=== block 1 ===
--- src/rtl/wb_port_arbiter.sv ---
// Round-robin writeback arbiter. It grants one functional unit per cycle into a
// single registered writeback slot and flags requesters that stall too long.
module wb_port_arbiter #(
   parameter int NUM_UNITS       = 4,
   parameter int DATA_WIDTH      = 32,
   parameter int ID_WIDTH        = 3,
   parameter int PHYS_ADDR_WIDTH = 6,
   parameter int STARVE_LIMIT    = 15
) (
   input  logic                                 clk,
   input  logic                                 rst,
   input  logic                                 flush,
   input  logic [NUM_UNITS-1:0]                 unit_done,
   input  logic [NUM_UNITS*DATA_WIDTH-1:0]      unit_rd,
   input  logic [NUM_UNITS*ID_WIDTH-1:0]        unit_id,
   input  logic [NUM_UNITS*PHYS_ADDR_WIDTH-1:0] unit_phys_rd,
   output logic [NUM_UNITS-1:0]                 unit_ack,
   output logic                                 wb_valid,
   output logic [DATA_WIDTH-1:0]                wb_rd,
   output logic [ID_WIDTH-1:0]                  wb_id,
   output logic [PHYS_ADDR_WIDTH-1:0]           wb_phys_addr,
   input  logic                                 wb_ready,
   output logic                                 starved
);

   localparam int PTR_W = $clog2(NUM_UNITS);
   localparam logic [PTR_W-1:0] LAST_UNIT = PTR_W'(NUM_UNITS - 1);

   logic [PTR_W-1:0]           ptr_q, ptr_d;
   logic [7:0]                 waitCount_q, waitCount_d;
   logic                       wbValid_q, wbValid_d;
   logic [DATA_WIDTH-1:0]      wbRd_q, wbRd_d;
   logic [ID_WIDTH-1:0]        wbId_q, wbId_d;
   logic [PHYS_ADDR_WIDTH-1:0] wbPhys_q, wbPhys_d;
   logic                       starved_q, starved_d;

   logic                       canLoad;
   logic                       grantValid;
   logic [PTR_W-1:0]           grantIdx;
   int                         idx;

   // Scan from the round-robin pointer and grant the first requester, but only
   // when the slot is free or being drained this cycle.
   always_comb begin
      canLoad    = ~wbValid_q | wb_ready;
      grantValid = 1'b0;
      grantIdx   = '0;
      idx        = 0;
      unit_ack   = '0;
      if (!rst && !flush && canLoad) begin
         for (int i = 0; i < NUM_UNITS; i++) begin
            idx = (int'(ptr_q) + i) % NUM_UNITS;
            if (!grantValid && unit_done[idx[PTR_W-1:0]]) begin
               grantValid = 1'b1;
               grantIdx   = idx[PTR_W-1:0];
            end
         end
      end
      if (grantValid) begin
         unit_ack[grantIdx] = 1'b1;
      end
   end

   always_comb begin
      wbValid_d   = wbValid_q;
      wbRd_d      = wbRd_q;
      wbId_d      = wbId_q;
      wbPhys_d    = wbPhys_q;
      ptr_d       = ptr_q;
      waitCount_d = waitCount_q;

      if (flush) begin
         wbValid_d = 1'b0;
      end else if (grantValid) begin
         wbValid_d = 1'b1;
         wbRd_d    = unit_rd[grantIdx*DATA_WIDTH +: DATA_WIDTH];
         wbId_d    = unit_id[grantIdx*ID_WIDTH +: ID_WIDTH];
         wbPhys_d  = unit_phys_rd[grantIdx*PHYS_ADDR_WIDTH +: PHYS_ADDR_WIDTH];
         ptr_d     = (grantIdx == LAST_UNIT) ? '0 : grantIdx + 1'b1;
      end else if (wb_ready) begin
         wbValid_d = 1'b0;
      end

      // A flushed cycle is invisible to the stall counter, so it neither counts nor clears.
      if (!flush) begin
         if (grantValid || unit_done == '0) begin
            waitCount_d = '0;
         end else if (waitCount_q != 8'hFF) begin
            waitCount_d = waitCount_q + 8'd1;
         end
      end

      starved_d = (int'(waitCount_d) >= STARVE_LIMIT);
   end

   always_ff @(posedge clk or posedge rst) begin
      if (rst) begin
         wbValid_q   <= 1'b0;
         wbRd_q      <= '0;
         wbId_q      <= '0;
         wbPhys_q    <= '0;
         ptr_q       <= '0;
         waitCount_q <= '0;
         starved_q   <= 1'b0;
      end else begin
         wbValid_q   <= wbValid_d;
         wbRd_q      <= wbRd_d;
         wbId_q      <= wbId_d;
         wbPhys_q    <= wbPhys_d;
         ptr_q       <= ptr_d;
         waitCount_q <= waitCount_d;
         starved_q   <= starved_d;
      end
   end

   assign wb_valid     = wbValid_q;
   assign wb_rd        = wbRd_q;
   assign wb_id        = wbId_q;
   assign wb_phys_addr = wbPhys_q;
   assign starved      = starved_q;

endmodule

--- config.mk ---
export PLATFORM = sky130hd
export DESIGN_NAME = wb_port_arbiter
export DESIGN_NICKNAME = d
export VERILOG_FILES = /design/src/rtl/wb_port_arbiter.sv
export SDC_FILE = /design/constraint.sdc
export NUM_CORES = 1
export LEC_CHECK = 0
export CAP_MARGIN = 5
export CORE_MARGIN = 2
export CORE_UTILIZATION = 35
export CTS_CLUSTER_DIAMETER = 80
export DETAILED_ROUTE_END_ITERATION = 12
export GPL_TIMING_DRIVEN = 0
export PLACE_DENSITY = 0.85
export RECOVER_POWER = 50
export SLEW_MARGIN = 10
export SYNTH_ARGS = -nofsm -noshare
export SYNTH_HDL_FRONTEND = slang
export SYNTH_SLANG_ARGS = --single-unit
--- constraint.sdc ---
create_clock -name clk -period 3.1 [get_ports clk]
set_clock_uncertainty 0.2 [all_clocks]
set_input_delay 0.62 -clock clk [delete_from_list [all_inputs] [get_ports clk]]
set_output_delay 0.62 -clock clk [all_outputs]
set_load 0.1 [all_outputs]
=== block 2 ===
File: config.mk
export PLATFORM = sky130hd
export DESIGN_NAME = dd_scanner
export DESIGN_NICKNAME = d
export VERILOG_FILES = /design/src/rtl/dd_scanner.sv
export SDC_FILE = /design/constraint.sdc
export NUM_CORES = 1
export LEC_CHECK = 0
export CAP_MARGIN = 20
export CORE_MARGIN = 2
export CORE_UTILIZATION = 50
export DETAILED_ROUTE_END_ITERATION = 10
export PLACE_DENSITY = 0.71
export SLEW_MARGIN = 20
export SYNTH_ARGS = -nofsm -noshare
export SYNTH_HDL_FRONTEND = slang
export SYNTH_SLANG_ARGS = --single-unit
File: constraint.sdc
create_clock -name clk -period 5.9 [get_ports clk]
set_clock_uncertainty 0.2 [all_clocks]
set_input_delay 0.59 -clock clk [delete_from_list [all_inputs] [get_ports clk]]
set_output_delay 0.59 -clock clk [all_outputs]
set_load 0.05 [all_outputs]
File: src/rtl/dd_scanner.sv
// Four-digit multiplexed LED scanner with a frame-synchronous display-word update FSM.
// Optional macro DD_SCANNER_HEX_DECODE_EN turns each byte's low nibble into a hex glyph (bit 7 = dp).
module dd_scanner #(
  parameter bit ACTIVE_LOW = 1'b1
) (
  input  logic        clk,
  input  logic        rst,
  input  logic        wrValid,
  output logic        wrReady,
  input  logic [31:0] wrData,
  input  logic [27:0] period,
  output logic [7:0]  segOut,
  output logic [3:0]  gateOut,
  output logic        frameStart
);

  typedef enum logic {EMPTY, PENDING} state_e;

  localparam logic [27:0] DEF_PERIOD = 28'h3000;
  localparam logic [7:0]  SEG_OFF    = {8{ACTIVE_LOW}};
  localparam logic [3:0]  GATE_OFF   = {4{ACTIVE_LOW}};

  state_e      st_q, st_d;
  logic [27:0] cnt_q, cnt_d;
  logic [27:0] per_q, per_d;
  logic [27:0] cur_p;
  logic [1:0]  idx_q, idx_d;
  logic [31:0] pend_q, pend_d;
  logic [31:0] disp_q, disp_d;
  logic [7:0]  seg_q, seg_d;
  logic [3:0]  gate_q, gate_d;
  logic [7:0]  byte_sel;
  logic [7:0]  seg_raw;
  logic [3:0]  gate_raw;
  logic        slot_start;
  logic        frame_begin;
  logic        wr_ready;
  logic        xfer;

`ifdef DD_SCANNER_HEX_DECODE_EN
  function automatic logic [6:0] hex_seg(input logic [3:0] nib);
    case (nib)
      4'h0: hex_seg = 7'h3F;
      4'h1: hex_seg = 7'h06;
      4'h2: hex_seg = 7'h5B;
      4'h3: hex_seg = 7'h4F;
      4'h4: hex_seg = 7'h66;
      4'h5: hex_seg = 7'h6D;
      4'h6: hex_seg = 7'h7D;
      4'h7: hex_seg = 7'h07;
      4'h8: hex_seg = 7'h7F;
      4'h9: hex_seg = 7'h6F;
      4'hA: hex_seg = 7'h77;
      4'hB: hex_seg = 7'h7C;
      4'hC: hex_seg = 7'h39;
      4'hD: hex_seg = 7'h5E;
      4'hE: hex_seg = 7'h79;
      default: hex_seg = 7'h71;
    endcase
  endfunction

  logic unused_byte_bits;
  assign unused_byte_bits = ^byte_sel[6:4];
`endif

  assign slot_start  = (cnt_q == 28'd0);
  assign frame_begin = slot_start && (idx_q == 2'd0);
  assign wr_ready    = (st_q == EMPTY) && !rst;
  assign xfer        = wrValid && wr_ready;

  // Slot timing: the period is captured only when a slot starts.
  always_comb begin
    per_d = per_q;
    cur_p = per_q;
    if (slot_start) begin
      cur_p = (period == 28'd0) ? DEF_PERIOD : period;
      per_d = cur_p;
    end
    cnt_d = cnt_q + 28'd1;
    idx_d = idx_q;
    if (cnt_q == cur_p - 28'd1) begin
      cnt_d = 28'd0;
      idx_d = idx_q + 2'd1;
    end
  end

  // Update FSM: a pending word lands only on the first cycle of slot 0.
  always_comb begin
    st_d   = st_q;
    pend_d = pend_q;
    disp_d = disp_q;
    case (st_q)
      EMPTY: begin
        if (xfer) begin
          pend_d = wrData;
          st_d   = PENDING;
        end
      end
      PENDING: begin
        if (frame_begin) begin
          disp_d = pend_q;
          st_d   = EMPTY;
        end
      end
      default: st_d = EMPTY;
    endcase
  end

  // Output stage reads disp_d so a word applied at slot 0 is shown in that same slot.
  always_comb begin
    case (idx_q)
      2'd0:    byte_sel = disp_d[31:24];
      2'd1:    byte_sel = disp_d[23:16];
      2'd2:    byte_sel = disp_d[15:8];
      default: byte_sel = disp_d[7:0];
    endcase
`ifdef DD_SCANNER_HEX_DECODE_EN
    seg_raw = {byte_sel[7], hex_seg(byte_sel[3:0])};
`else
    seg_raw = byte_sel;
`endif
    gate_raw = slot_start ? 4'b0000 : (4'b0001 << idx_q);
    seg_d    = seg_raw ^ SEG_OFF;
    gate_d   = gate_raw ^ GATE_OFF;
  end

  always_ff @(posedge clk) begin
    if (rst) begin
      st_q   <= EMPTY;
      cnt_q  <= 28'd0;
      per_q  <= 28'd0;
      idx_q  <= 2'd0;
      pend_q <= 32'd0;
      disp_q <= 32'd0;
      seg_q  <= SEG_OFF;
      gate_q <= GATE_OFF;
    end else begin
      st_q   <= st_d;
      cnt_q  <= cnt_d;
      per_q  <= per_d;
      idx_q  <= idx_d;
      pend_q <= pend_d;
      disp_q <= disp_d;
      seg_q  <= seg_d;
      gate_q <= gate_d;
    end
  end

  assign segOut     = seg_q;
  assign gateOut    = gate_q;
  assign frameStart = frame_begin && !rst;
  assign wrReady    = wr_ready;

endmodule


==> screenshots <==
Zoomed window.
(a)
Window x 46 to 76, y 22 to 52 µm. Cells in gray, sequential cells in the stronger gray; small squares are vias.
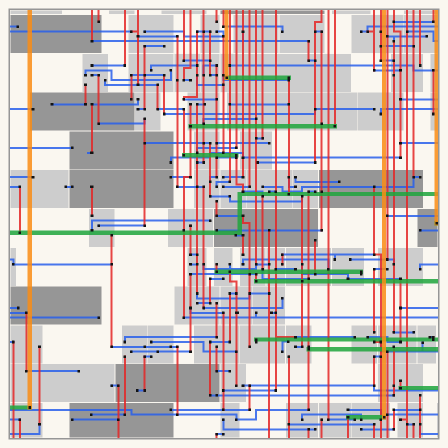
(b)
Window x 36 to 66, y 16 to 46 µm. Cells in gray, sequential cells in the stronger gray; small squares are vias.
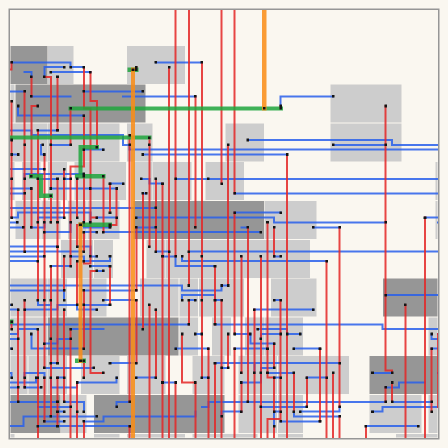
(b) is block 1.
(a) is block 2.

### Routing congestion, block 1

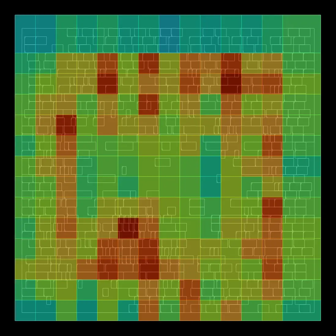
GR Util met2: 41.2%
wire per inst: 17.6 µm
Overall Global Routing Usage: 22.2%

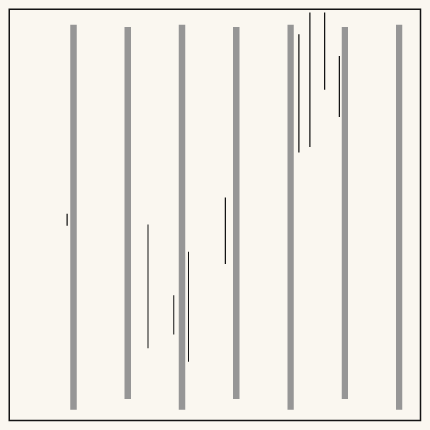
*The metal 4 layer, block 1*
(4 px per µm) Supply wires on this layer in gray.
nets with wire on the layer = 9
main direction = vertical
share of all routed wire = 1.5%
Vias: 3567
Post-Route WL: 12100 µm

==> flow_summary.json, block 1 <==
{
  "dp_hpwl_um": 9510,
  "cp-end-kind": "primary output",
  "antenna_found_initial": 0,
  "ir_drop_uv": 328,
  "core_area_um2": 9330,
  "status": "finished clean",
  "htree_levels": 2,
  "ys_ff": 53,
  "power_density_nw_per_um2": 593,
  "reg2reg_from": "ptr_q[1]$_DFFE_PP0P_",
  "io_buffers": 218,
  "ys_warn_count": 0,
  "synth.top_cell.area_share_pct": 39.1,
  "cp-start-kind": "primary input",
  "grt_pass1_vias": 3689,
  "ys_seq_share_pct": 39.1,
  "most_common_cell": "mux2i_1",
  "dieArea_um2": 10500,
  "fillers": 766,
  "cap_violations": 0,
  "cts_buffers": 5,
  "grt_max_degree": 32,
  "postCtsResizedCells": 58,
  "antennaDiodeCount": 0
}
[block 1: report_power, final]
group | total [mW] | switching (mW) | internal, mW
Sequential | 0.977 | 0.111 | 0.866
Clock | 0.402 | 0.219 | 0.183
Combinational | 2.18 | 1.51 | 0.673
[block 1: area by class of cell]
class                           count  share of cell area (%)
Clock buffer                        8                    1.50
Timing Repair Buffer              234                    38.7
Multi-Input combinational cell    239                    31.5
Sequential cell                    53                    22.1
Tap cell                          129                    2.69
Buffer                             21                    3.15
Inverter                            5                   0.313
[block 1: worst max-delay path: stages]
cell and delay [ps]:
clkdlybuf4s15_2 220, a21oi_1 150, o21a_1 150, o22ai_2 80, or2_4 280, clkbuf_8 170, ha_1 180, and2_2 190
buf_12 170
[block 1: registers in the layout, summed over array words and instances, names as in the netlist]
signal	count
ptr_q	2
starved	1
waitCount_q	8
wb_id	3
wb_phys_addr	6
wb_rd	32
wb_valid	1
[block 1: metrics by stage]
stage / cells / util, % / TNS [ps]
CTS: 686 / 64.4 / 0
detailed placement: 669 / 61.8 / -9250
global route: 689 / 64.4 / -63.9
finish: 689 / 64.4 / 0
global placement: 668 / 61.6 / -12550
floorplan: 321 / - / 0
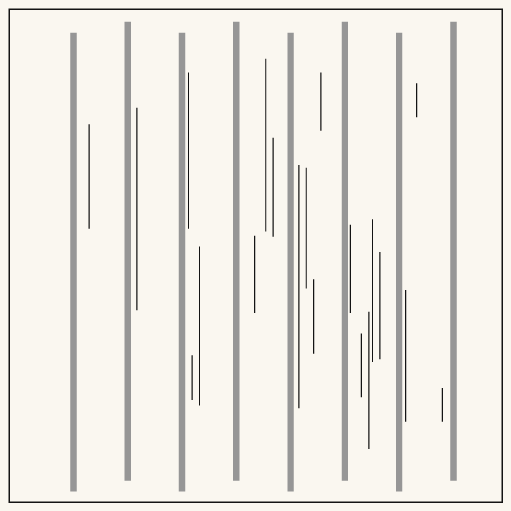
*The metal 4 layer, block 2*
(4 px per µm) Supply wires on this layer in gray.
main direction = vertical
longest straight run = 60.5 µm
wire length on this layer = 557 µm
share of all routed wire = 2.9%
nets with wire on the layer = 16
Vias: 6553
Post-Route WL: 18900 µm

==> flow_summary.json, block 2 <==
{
  "synth-async-reset-ratio_pct": 0,
  "core_area_um2": 13800,
  "grt_pass1_wl_um": 30500,
  "dp_hpwl_um": 13200,
  "worstPathArrival_ps": 5420,
  "top_regs": "disp_q (32), pend_q (32)",
  "warning_count": 31,
  "path_buffers": 2,
  "dp_cells": 1081,
  "crit_type": "flip-flop to flip-flop",
  "synth.distinct_cells": 65,
  "cp_slowest_stage_delay_ps": 560,
  "cp_cell_sequence": "or4_1 -> nor3_2 -> nand2_1 -> mux2i_1 -> ha_1 -> inv_1 -> or4_1 -> xnor2_1 -> a311oi_1 -> o2111ai_1 -> a2111oi_0 -> nand4_1 -> nor4_4 -> buf_4 -> mux2_1",
  "met1_usage_pct": 33.2,
  "ios": 77,
  "worst_pin_slew_ps": 1050,
  "status": "finished clean",
  "clock_path_buffers": 2
}
[block 2: power breakdown]
| group | switching (mW) | internal, mW |
|---|---|---|
| Combinational | 0.268 | 0.197 |
| Sequential | 0.0423 | 0.960 |
| Clock | 0.417 | 0.605 |
| Total | 0.728 | 1.76 |
[block 2: cell type report]
| class | count | area, µm² |
|---|---|---|
| Multi-Input combinational cell | 661 | 4080 |
| Fill cell | 1201 | 5340 |
| Clock inverter | 13 | 121 |
| Timing Repair Buffer | 88 | 846 |
| Inverter | 17 | 63.8 |
| Sequential cell | 135 | 2700 |
| Tap cell | 180 | 225 |
| Clock buffer | 19 | 453 |
[block 2: worst paths after layout]
kind,start,to,slack (ps),cells after the start
max,cnt_q[17]$_SDFF_PP0_,idx_q[0]$_SDFFE_PP0N_,600,15
min reg2reg,pend_q[6]$_SDFFE_PP0P_,pend_q[6]$_SDFFE_PP0P_,260,2
min,pend_q[6]$_SDFFE_PP0P_,pend_q[6]$_SDFFE_PP0P_,260,2
max reg2reg,cnt_q[17]$_SDFF_PP0_,idx_q[0]$_SDFFE_PP0N_,600,15

=== block 3 ===
`config.mk`:
```
export PLATFORM = sky130hd
export DESIGN_NAME = nest_loop_counter_flat
export DESIGN_NICKNAME = d
export VERILOG_FILES = /design/src/rtl/nest_cnt_pkg.sv /design/src/rtl/nest_loop_counter_if.sv /design/src/rtl/nest_cnt_stage.sv /design/src/rtl/nest_loop_counter.sv /design/src/flat_wrapper.sv
export SDC_FILE = /design/constraint.sdc
export NUM_CORES = 1
export LEC_CHECK = 0
export CAP_MARGIN = 25
export CORE_UTILIZATION = 35
export DETAILED_ROUTE_END_ITERATION = 10
export DONT_BUFFER_PORTS = 1
export MAX_ROUTING_LAYER = met4
export PLACE_DENSITY_LB_ADDON = 0.15
export SYNTH_ARGS = -nofsm -noshare
export SYNTH_HDL_FRONTEND = slang
export SYNTH_SLANG_ARGS = --single-unit
```
`constraint.sdc`:
```
create_clock -name clk_i -period 2.35 [get_ports clk_i]
set_input_delay 0.3525 -clock clk_i [delete_from_list [all_inputs] [get_ports clk_i]]
set_output_delay 0.3525 -clock clk_i [all_outputs]
set_load 0.01 [all_outputs]
```
`src/rtl/nest_cnt_pkg.sv`:
```
// Shared constants for the nested-loop counter and the fitness-evaluation controller.
package nest_cnt_pkg;

    localparam int unsigned DEF_N_CH      = 3;
    localparam int unsigned DEF_CNT_WIDTH = 4;

    localparam logic MODE_WRAP = 1'b0;
    localparam logic MODE_STOP = 1'b1;

    localparam logic DIR_UP   = 1'b0;
    localparam logic DIR_DOWN = 1'b1;

endpackage : nest_cnt_pkg

```
`src/rtl/nest_loop_counter_if.sv`:
```
// Control/status bundle of the nested-loop counter.
// dir_i exists only when NEST_CNT_DOWN_EN is defined.
interface nest_loop_counter_if #(
    parameter int unsigned N_CH      = nest_cnt_pkg::DEF_N_CH,
    parameter int unsigned CNT_WIDTH = nest_cnt_pkg::DEF_CNT_WIDTH
);

    localparam int unsigned BUS_W = N_CH * CNT_WIDTH;

    logic             clr_i;
    logic             en_i;
    logic [BUS_W-1:0] lim_i;
    logic             mode_i;
`ifdef NEST_CNT_DOWN_EN
    logic             dir_i;
`endif
    logic [BUS_W-1:0] cnt_o;
    logic [N_CH-1:0]  tc_o;
    logic             last_o;
    logic             done_o;
    logic             stop_o;

`ifdef NEST_CNT_DOWN_EN
    modport master (
        output clr_i, en_i, lim_i, mode_i, dir_i,
        input  cnt_o, tc_o, last_o, done_o, stop_o
    );
    modport slave (
        input  clr_i, en_i, lim_i, mode_i, dir_i,
        output cnt_o, tc_o, last_o, done_o, stop_o
    );
`else
    modport master (
        output clr_i, en_i, lim_i, mode_i,
        input  cnt_o, tc_o, last_o, done_o, stop_o
    );
    modport slave (
        input  clr_i, en_i, lim_i, mode_i,
        output cnt_o, tc_o, last_o, done_o, stop_o
    );
`endif

endinterface : nest_loop_counter_if

```
`src/rtl/nest_cnt_stage.sv`:
```
// One counter channel: index and limit registers, terminal detect, step on carry_i.
module nest_cnt_stage
    import nest_cnt_pkg::*;
#(
    parameter int unsigned CNT_WIDTH = DEF_CNT_WIDTH
) (
    input  logic                 clk_i,
    input  logic                 rst_n_i,
    input  logic                 clr_i,
    input  logic                 clr_dir_i,
    input  logic                 dir_i,
    input  logic [CNT_WIDTH-1:0] lim_i,
    input  logic                 carry_i,
    output logic [CNT_WIDTH-1:0] cnt_o,
    output logic                 tc_c,
    output logic                 tc_nxt_c
);

    logic [CNT_WIDTH-1:0] lim_q;
    logic [CNT_WIDTH-1:0] start_c;
    logic [CNT_WIDTH-1:0] term_c;
    logic [CNT_WIDTH-1:0] cnt_d;

    // Terminal detect on current and next index; next index reloads at terminal.
    always_comb begin
        start_c  = '0;
        term_c   = lim_q;
        if (dir_i == DIR_DOWN) begin
            start_c = lim_q;
            term_c  = '0;
        end
        tc_c  = (cnt_o == term_c);
        cnt_d = cnt_o;
        if (carry_i) begin
            if (tc_c)                   cnt_d = start_c;
            else if (dir_i == DIR_DOWN) cnt_d = cnt_o - CNT_WIDTH'(1);
            else                        cnt_d = cnt_o + CNT_WIDTH'(1);
        end
        tc_nxt_c = (cnt_d == term_c);
    end

    always_ff @(posedge clk_i) begin
        if (!rst_n_i) begin
            cnt_o <= '0;
            lim_q <= '0;
        end else if (clr_i) begin
            lim_q <= lim_i;
            cnt_o <= (clr_dir_i == DIR_DOWN) ? lim_i : '0;
        end else begin
            cnt_o <= cnt_d;
        end
    end

endmodule : nest_cnt_stage

```
`src/rtl/nest_loop_counter.sv`:
```
// Multi-channel odometer-style loop counter with runtime limits, wrap/stop mode and done pulse.
// Optional down-counting is enabled by defining NEST_CNT_DOWN_EN.
module nest_loop_counter
    import nest_cnt_pkg::*;
#(
    parameter int unsigned N_CH      = DEF_N_CH,
    parameter int unsigned CNT_WIDTH = DEF_CNT_WIDTH
) (
    input logic                clk_i,
    input logic                rst_n_i,
    nest_loop_counter_if.slave bus
);

    logic            mode_q;
    logic            done_q;
    logic            stop_q;
    logic            dir_c;
    logic            clr_dir_c;
    logic [N_CH-1:0] tc_c;
    logic [N_CH-1:0] tc_nxt_c;
    logic [N_CH-1:0] carry_c;
    logic            last_c;
    logic            step_c;
    logic            hold_c;
    logic            adv_c;
    logic            enter_last_c;
    logic            done_d;
    logic            stop_d;

`ifdef NEST_CNT_DOWN_EN
    logic dir_q;
    assign dir_c     = dir_q;
    assign clr_dir_c = bus.dir_i;
`else
    assign dir_c     = DIR_UP;
    assign clr_dir_c = DIR_UP;
`endif

    assign last_c = &tc_c;
    assign step_c = bus.en_i & ~bus.clr_i & ~stop_q;
    // In stop mode a step from the all-terminal state is absorbed instead of wrapping.
    assign hold_c = step_c & (mode_q == MODE_STOP) & last_c;
    assign adv_c  = step_c & ~hold_c;

    for (genvar k = 0; k < N_CH; k++) begin : g_ch
        if (k == 0) begin : g_first
            assign carry_c[k] = adv_c;
        end else begin : g_next
            assign carry_c[k] = adv_c & (&tc_c[k-1:0]);
        end

        nest_cnt_stage #(
            .CNT_WIDTH (CNT_WIDTH)
        ) u_stage (
            .clk_i     (clk_i),
            .rst_n_i   (rst_n_i),
            .clr_i     (bus.clr_i),
            .clr_dir_i (clr_dir_c),
            .dir_i     (dir_c),
            .lim_i     (bus.lim_i[k*CNT_WIDTH +: CNT_WIDTH]),
            .carry_i   (carry_c[k]),
            .cnt_o     (bus.cnt_o[k*CNT_WIDTH +: CNT_WIDTH]),
            .tc_c      (tc_c[k]),
            .tc_nxt_c  (tc_nxt_c[k])
        );
    end

    assign enter_last_c = adv_c & ~last_c & (&tc_nxt_c);

    // Completion: wrap out of the final index, or arrival at it when stopping.
    always_comb begin
        done_d = 1'b0;
        stop_d = stop_q;
        if (mode_q == MODE_STOP) begin
            done_d = hold_c | enter_last_c;
            stop_d = stop_q | done_d;
        end else begin
            done_d = adv_c & last_c;
        end
    end

    always_ff @(posedge clk_i) begin
        if (!rst_n_i) begin
            mode_q <= MODE_WRAP;
            done_q <= 1'b0;
            stop_q <= 1'b0;
`ifdef NEST_CNT_DOWN_EN
            dir_q  <= DIR_UP;
`endif
        end else if (bus.clr_i) begin
            mode_q <= bus.mode_i;
            done_q <= 1'b0;
            stop_q <= 1'b0;
`ifdef NEST_CNT_DOWN_EN
            dir_q  <= bus.dir_i;
`endif
        end else begin
            done_q <= done_d;
            stop_q <= stop_d;
        end
    end

    assign bus.tc_o   = tc_c;
    assign bus.last_o = last_c;
    assign bus.done_o = done_q;
    assign bus.stop_o = stop_q;

endmodule : nest_loop_counter

```
`src/flat_wrapper.sv`:
```
// flat-port wrapper written by rule: the top's interface ports become plain ports
module nest_loop_counter_flat import nest_cnt_pkg::*;
#(
    parameter int unsigned N_CH      = DEF_N_CH,
    parameter int unsigned CNT_WIDTH = DEF_CNT_WIDTH
)
  (clk_i, rst_n_i, bus_clr_i, bus_en_i, bus_lim_i, bus_mode_i, bus_cnt_o, bus_tc_o, bus_last_o, bus_done_o, bus_stop_o);
  nest_loop_counter_if #(.N_CH(N_CH), .CNT_WIDTH(CNT_WIDTH)) bus_i ();
  input logic clk_i;
  input logic rst_n_i;
  input wire logic [$bits(bus_i.clr_i)-1:0] bus_clr_i;
  input wire logic [$bits(bus_i.en_i)-1:0] bus_en_i;
  input wire logic [$bits(bus_i.lim_i)-1:0] bus_lim_i;
  input wire logic [$bits(bus_i.mode_i)-1:0] bus_mode_i;
  output wire logic [$bits(bus_i.cnt_o)-1:0] bus_cnt_o;
  output wire logic [$bits(bus_i.tc_o)-1:0] bus_tc_o;
  output wire logic [$bits(bus_i.last_o)-1:0] bus_last_o;
  output wire logic [$bits(bus_i.done_o)-1:0] bus_done_o;
  output wire logic [$bits(bus_i.stop_o)-1:0] bus_stop_o;
  assign bus_i.clr_i = bus_clr_i;
  assign bus_i.en_i = bus_en_i;
  assign bus_i.lim_i = bus_lim_i;
  assign bus_i.mode_i = bus_mode_i;
  assign bus_cnt_o = bus_i.cnt_o;
  assign bus_tc_o = bus_i.tc_o;
  assign bus_last_o = bus_i.last_o;
  assign bus_done_o = bus_i.done_o;
  assign bus_stop_o = bus_i.stop_o;
  nest_loop_counter #(.N_CH(N_CH), .CNT_WIDTH(CNT_WIDTH)) u_core (.clk_i(clk_i), .rst_n_i(rst_n_i), .bus(bus_i));
endmodule
```
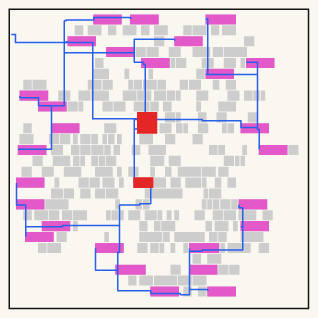
*Clock distribution, block 3*
(4 px per µm)
red -> clock drivers  # count 3
magenta -> flip-flops  # count 27
blue -> clock wires  # length 429 µm
routed clock nets = 4
flops lie = spread over the die
Layout Skew: 9.39 ps
worst skew pair latency: 280 ps

==> flow_summary.json <==
{
  "worstPathMaxFanout": 12,
  "cp_cell_sequence": "or3b_4 -> or2_1 -> o21ai_2 -> o2111ai_1 -> a2111o_1 -> nor4_2 -> nand4_1 -> o21ai_1",
  "synth-xor-area-share_pct": 9.81,
  "power.static_leakage_nw": 0.823,
  "logic_family": "simple AND/OR/NAND/NOR gates",
  "core_area_um2": 5070,
  "clock_path_buffers": 2,
  "reg2reg_from": "u_core.bus.stop_o$_SDFFE_PP0P_",
  "holdBufCountCts": 0,
  "adder_share_pct": 2.04,
  "dp_hpwl_um": 3570,
  "synth.distinct_cells": 55,
  "crit_type": "flip-flop to flip-flop",
  "postCtsResizedCells": 1,
  "status": "finished clean",
  "ys_ff": 27,
  "top_area_cell": "dfxtp_1",
  "crit_start": "u_core.bus.stop_o$_SDFFE_PP0P_",
  "antenna_found_initial": 0,
  "htree_levels": 1,
  "cp_slowest_cell": "or3b_4",
  "dp_cells": 299,
  "drt_iter0_markers": 78
}
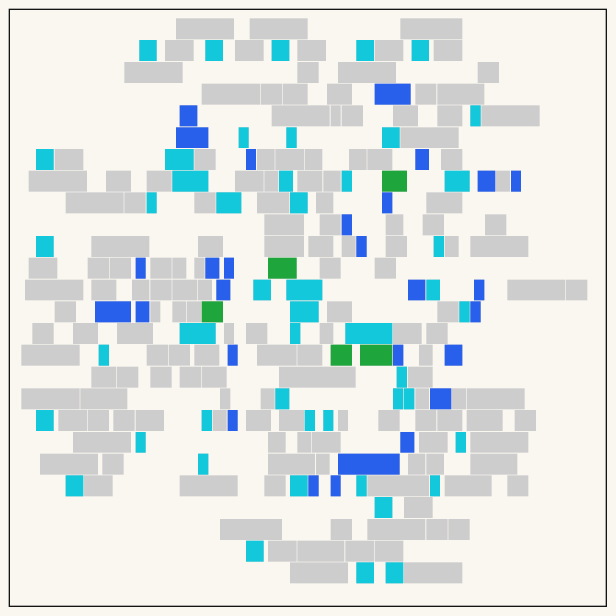
*Selected gate families, block 3*
(8 px per µm)
blue -> nand cells  # cells 28
green -> non-inverting ao/oa cells  # cells 5, where center
cyan -> nor cells  # cells 48
final std cells w/o fill: 306
most numerous logic cell after layout: buf_4
combinational share of cell area: 55.6%

[final timing paths]
kind                                                  end  slack (ps)  cells past startpoint
min reg2reg                    u_core.mode_q$_SDFFE_PN0P_         540                      2
max                        u_core.bus.stop_o$_SDFFE_PP0P_          90                      8
min          u_core.g_ch[2].u_stage.lim_q[3]$_SDFFE_PN0P_         200                      1
max reg2reg                u_core.bus.stop_o$_SDFFE_PP0P_          90                      8
[metrics by stage]
| step | area, µm² | util [%] | setup WS (ps) |
|---|---|---|---|
| after global placement | 2090 | 41.1 | 43.3 |
| after floorplan | 1840 | - | 19.9 |
| after CTS | 2140 | 42.3 | 26.1 |
| after global routing | 2200 | 43.4 | -2.37 |
| after detailed placement | 2090 | 41.1 | 10.4 |
| final | 2200 | 43.4 | 91.1 |
[report_power, final]
part | switching, mW | internal [mW] | total [mW]
sequential | 0.0147 | 0.473 | 0.488
combinational | 0.126 | 0.116 | 0.241
clock | 0.157 | 0.119 | 0.276
[final cells by class]
cell class,count,area share [%]
clock buffers,3,1.88
flip-flops and latches,27,24.7
repair buffers,36,12.3
inverters,7,1.31
multi-input cells,162,55.6
well taps,70,3.98
clock inverters,1,0.227


==> notes/layouts.md <==
Pictures saved along the way, in no particular order.

Signal metal coverage by tile.
shot_01.png
(4 px per µm) The die is cut into 15 by 15 equal tiles; white is low, dark blue is high, scaled to the fullest tile. Values are wire area over tile area, all layers added.
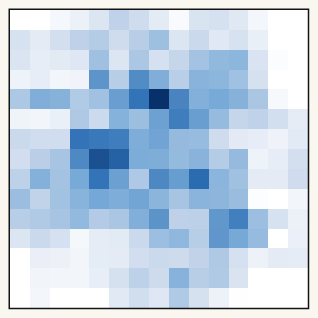
shot_02.png
(3 px per µm) The die is cut into 25 by 25 equal tiles; white is low, dark blue is high, scaled to the fullest tile. Values are wire area over tile area, all layers added.
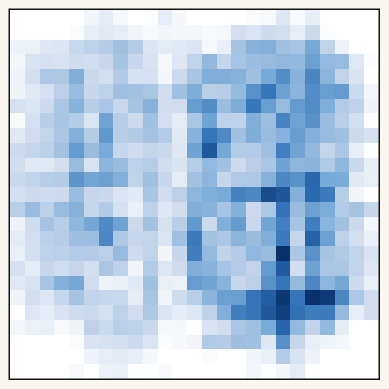
shot_03.png
(4 px per µm) The die is cut into 20 by 20 equal tiles; white is low, dark blue is high, scaled to the fullest tile. Values are wire area over tile area, all layers added.
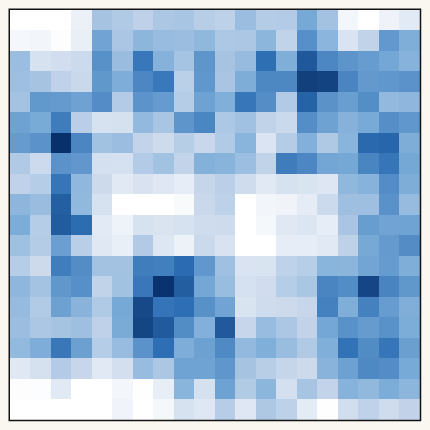
Of these, smallest die: shot_01.png
Of these, largest die: shot_02.png
block 3 -> shot_01.png
block 2 -> shot_02.png
block 1 -> shot_03.png

Key to shot_03.png:
nearly empty tiles = 6.0%
mean over tiles = 0.19
densest ninth of the die = north-east
fullest tile = 0.48

Power is estimated from default activity; no workload was simulated.
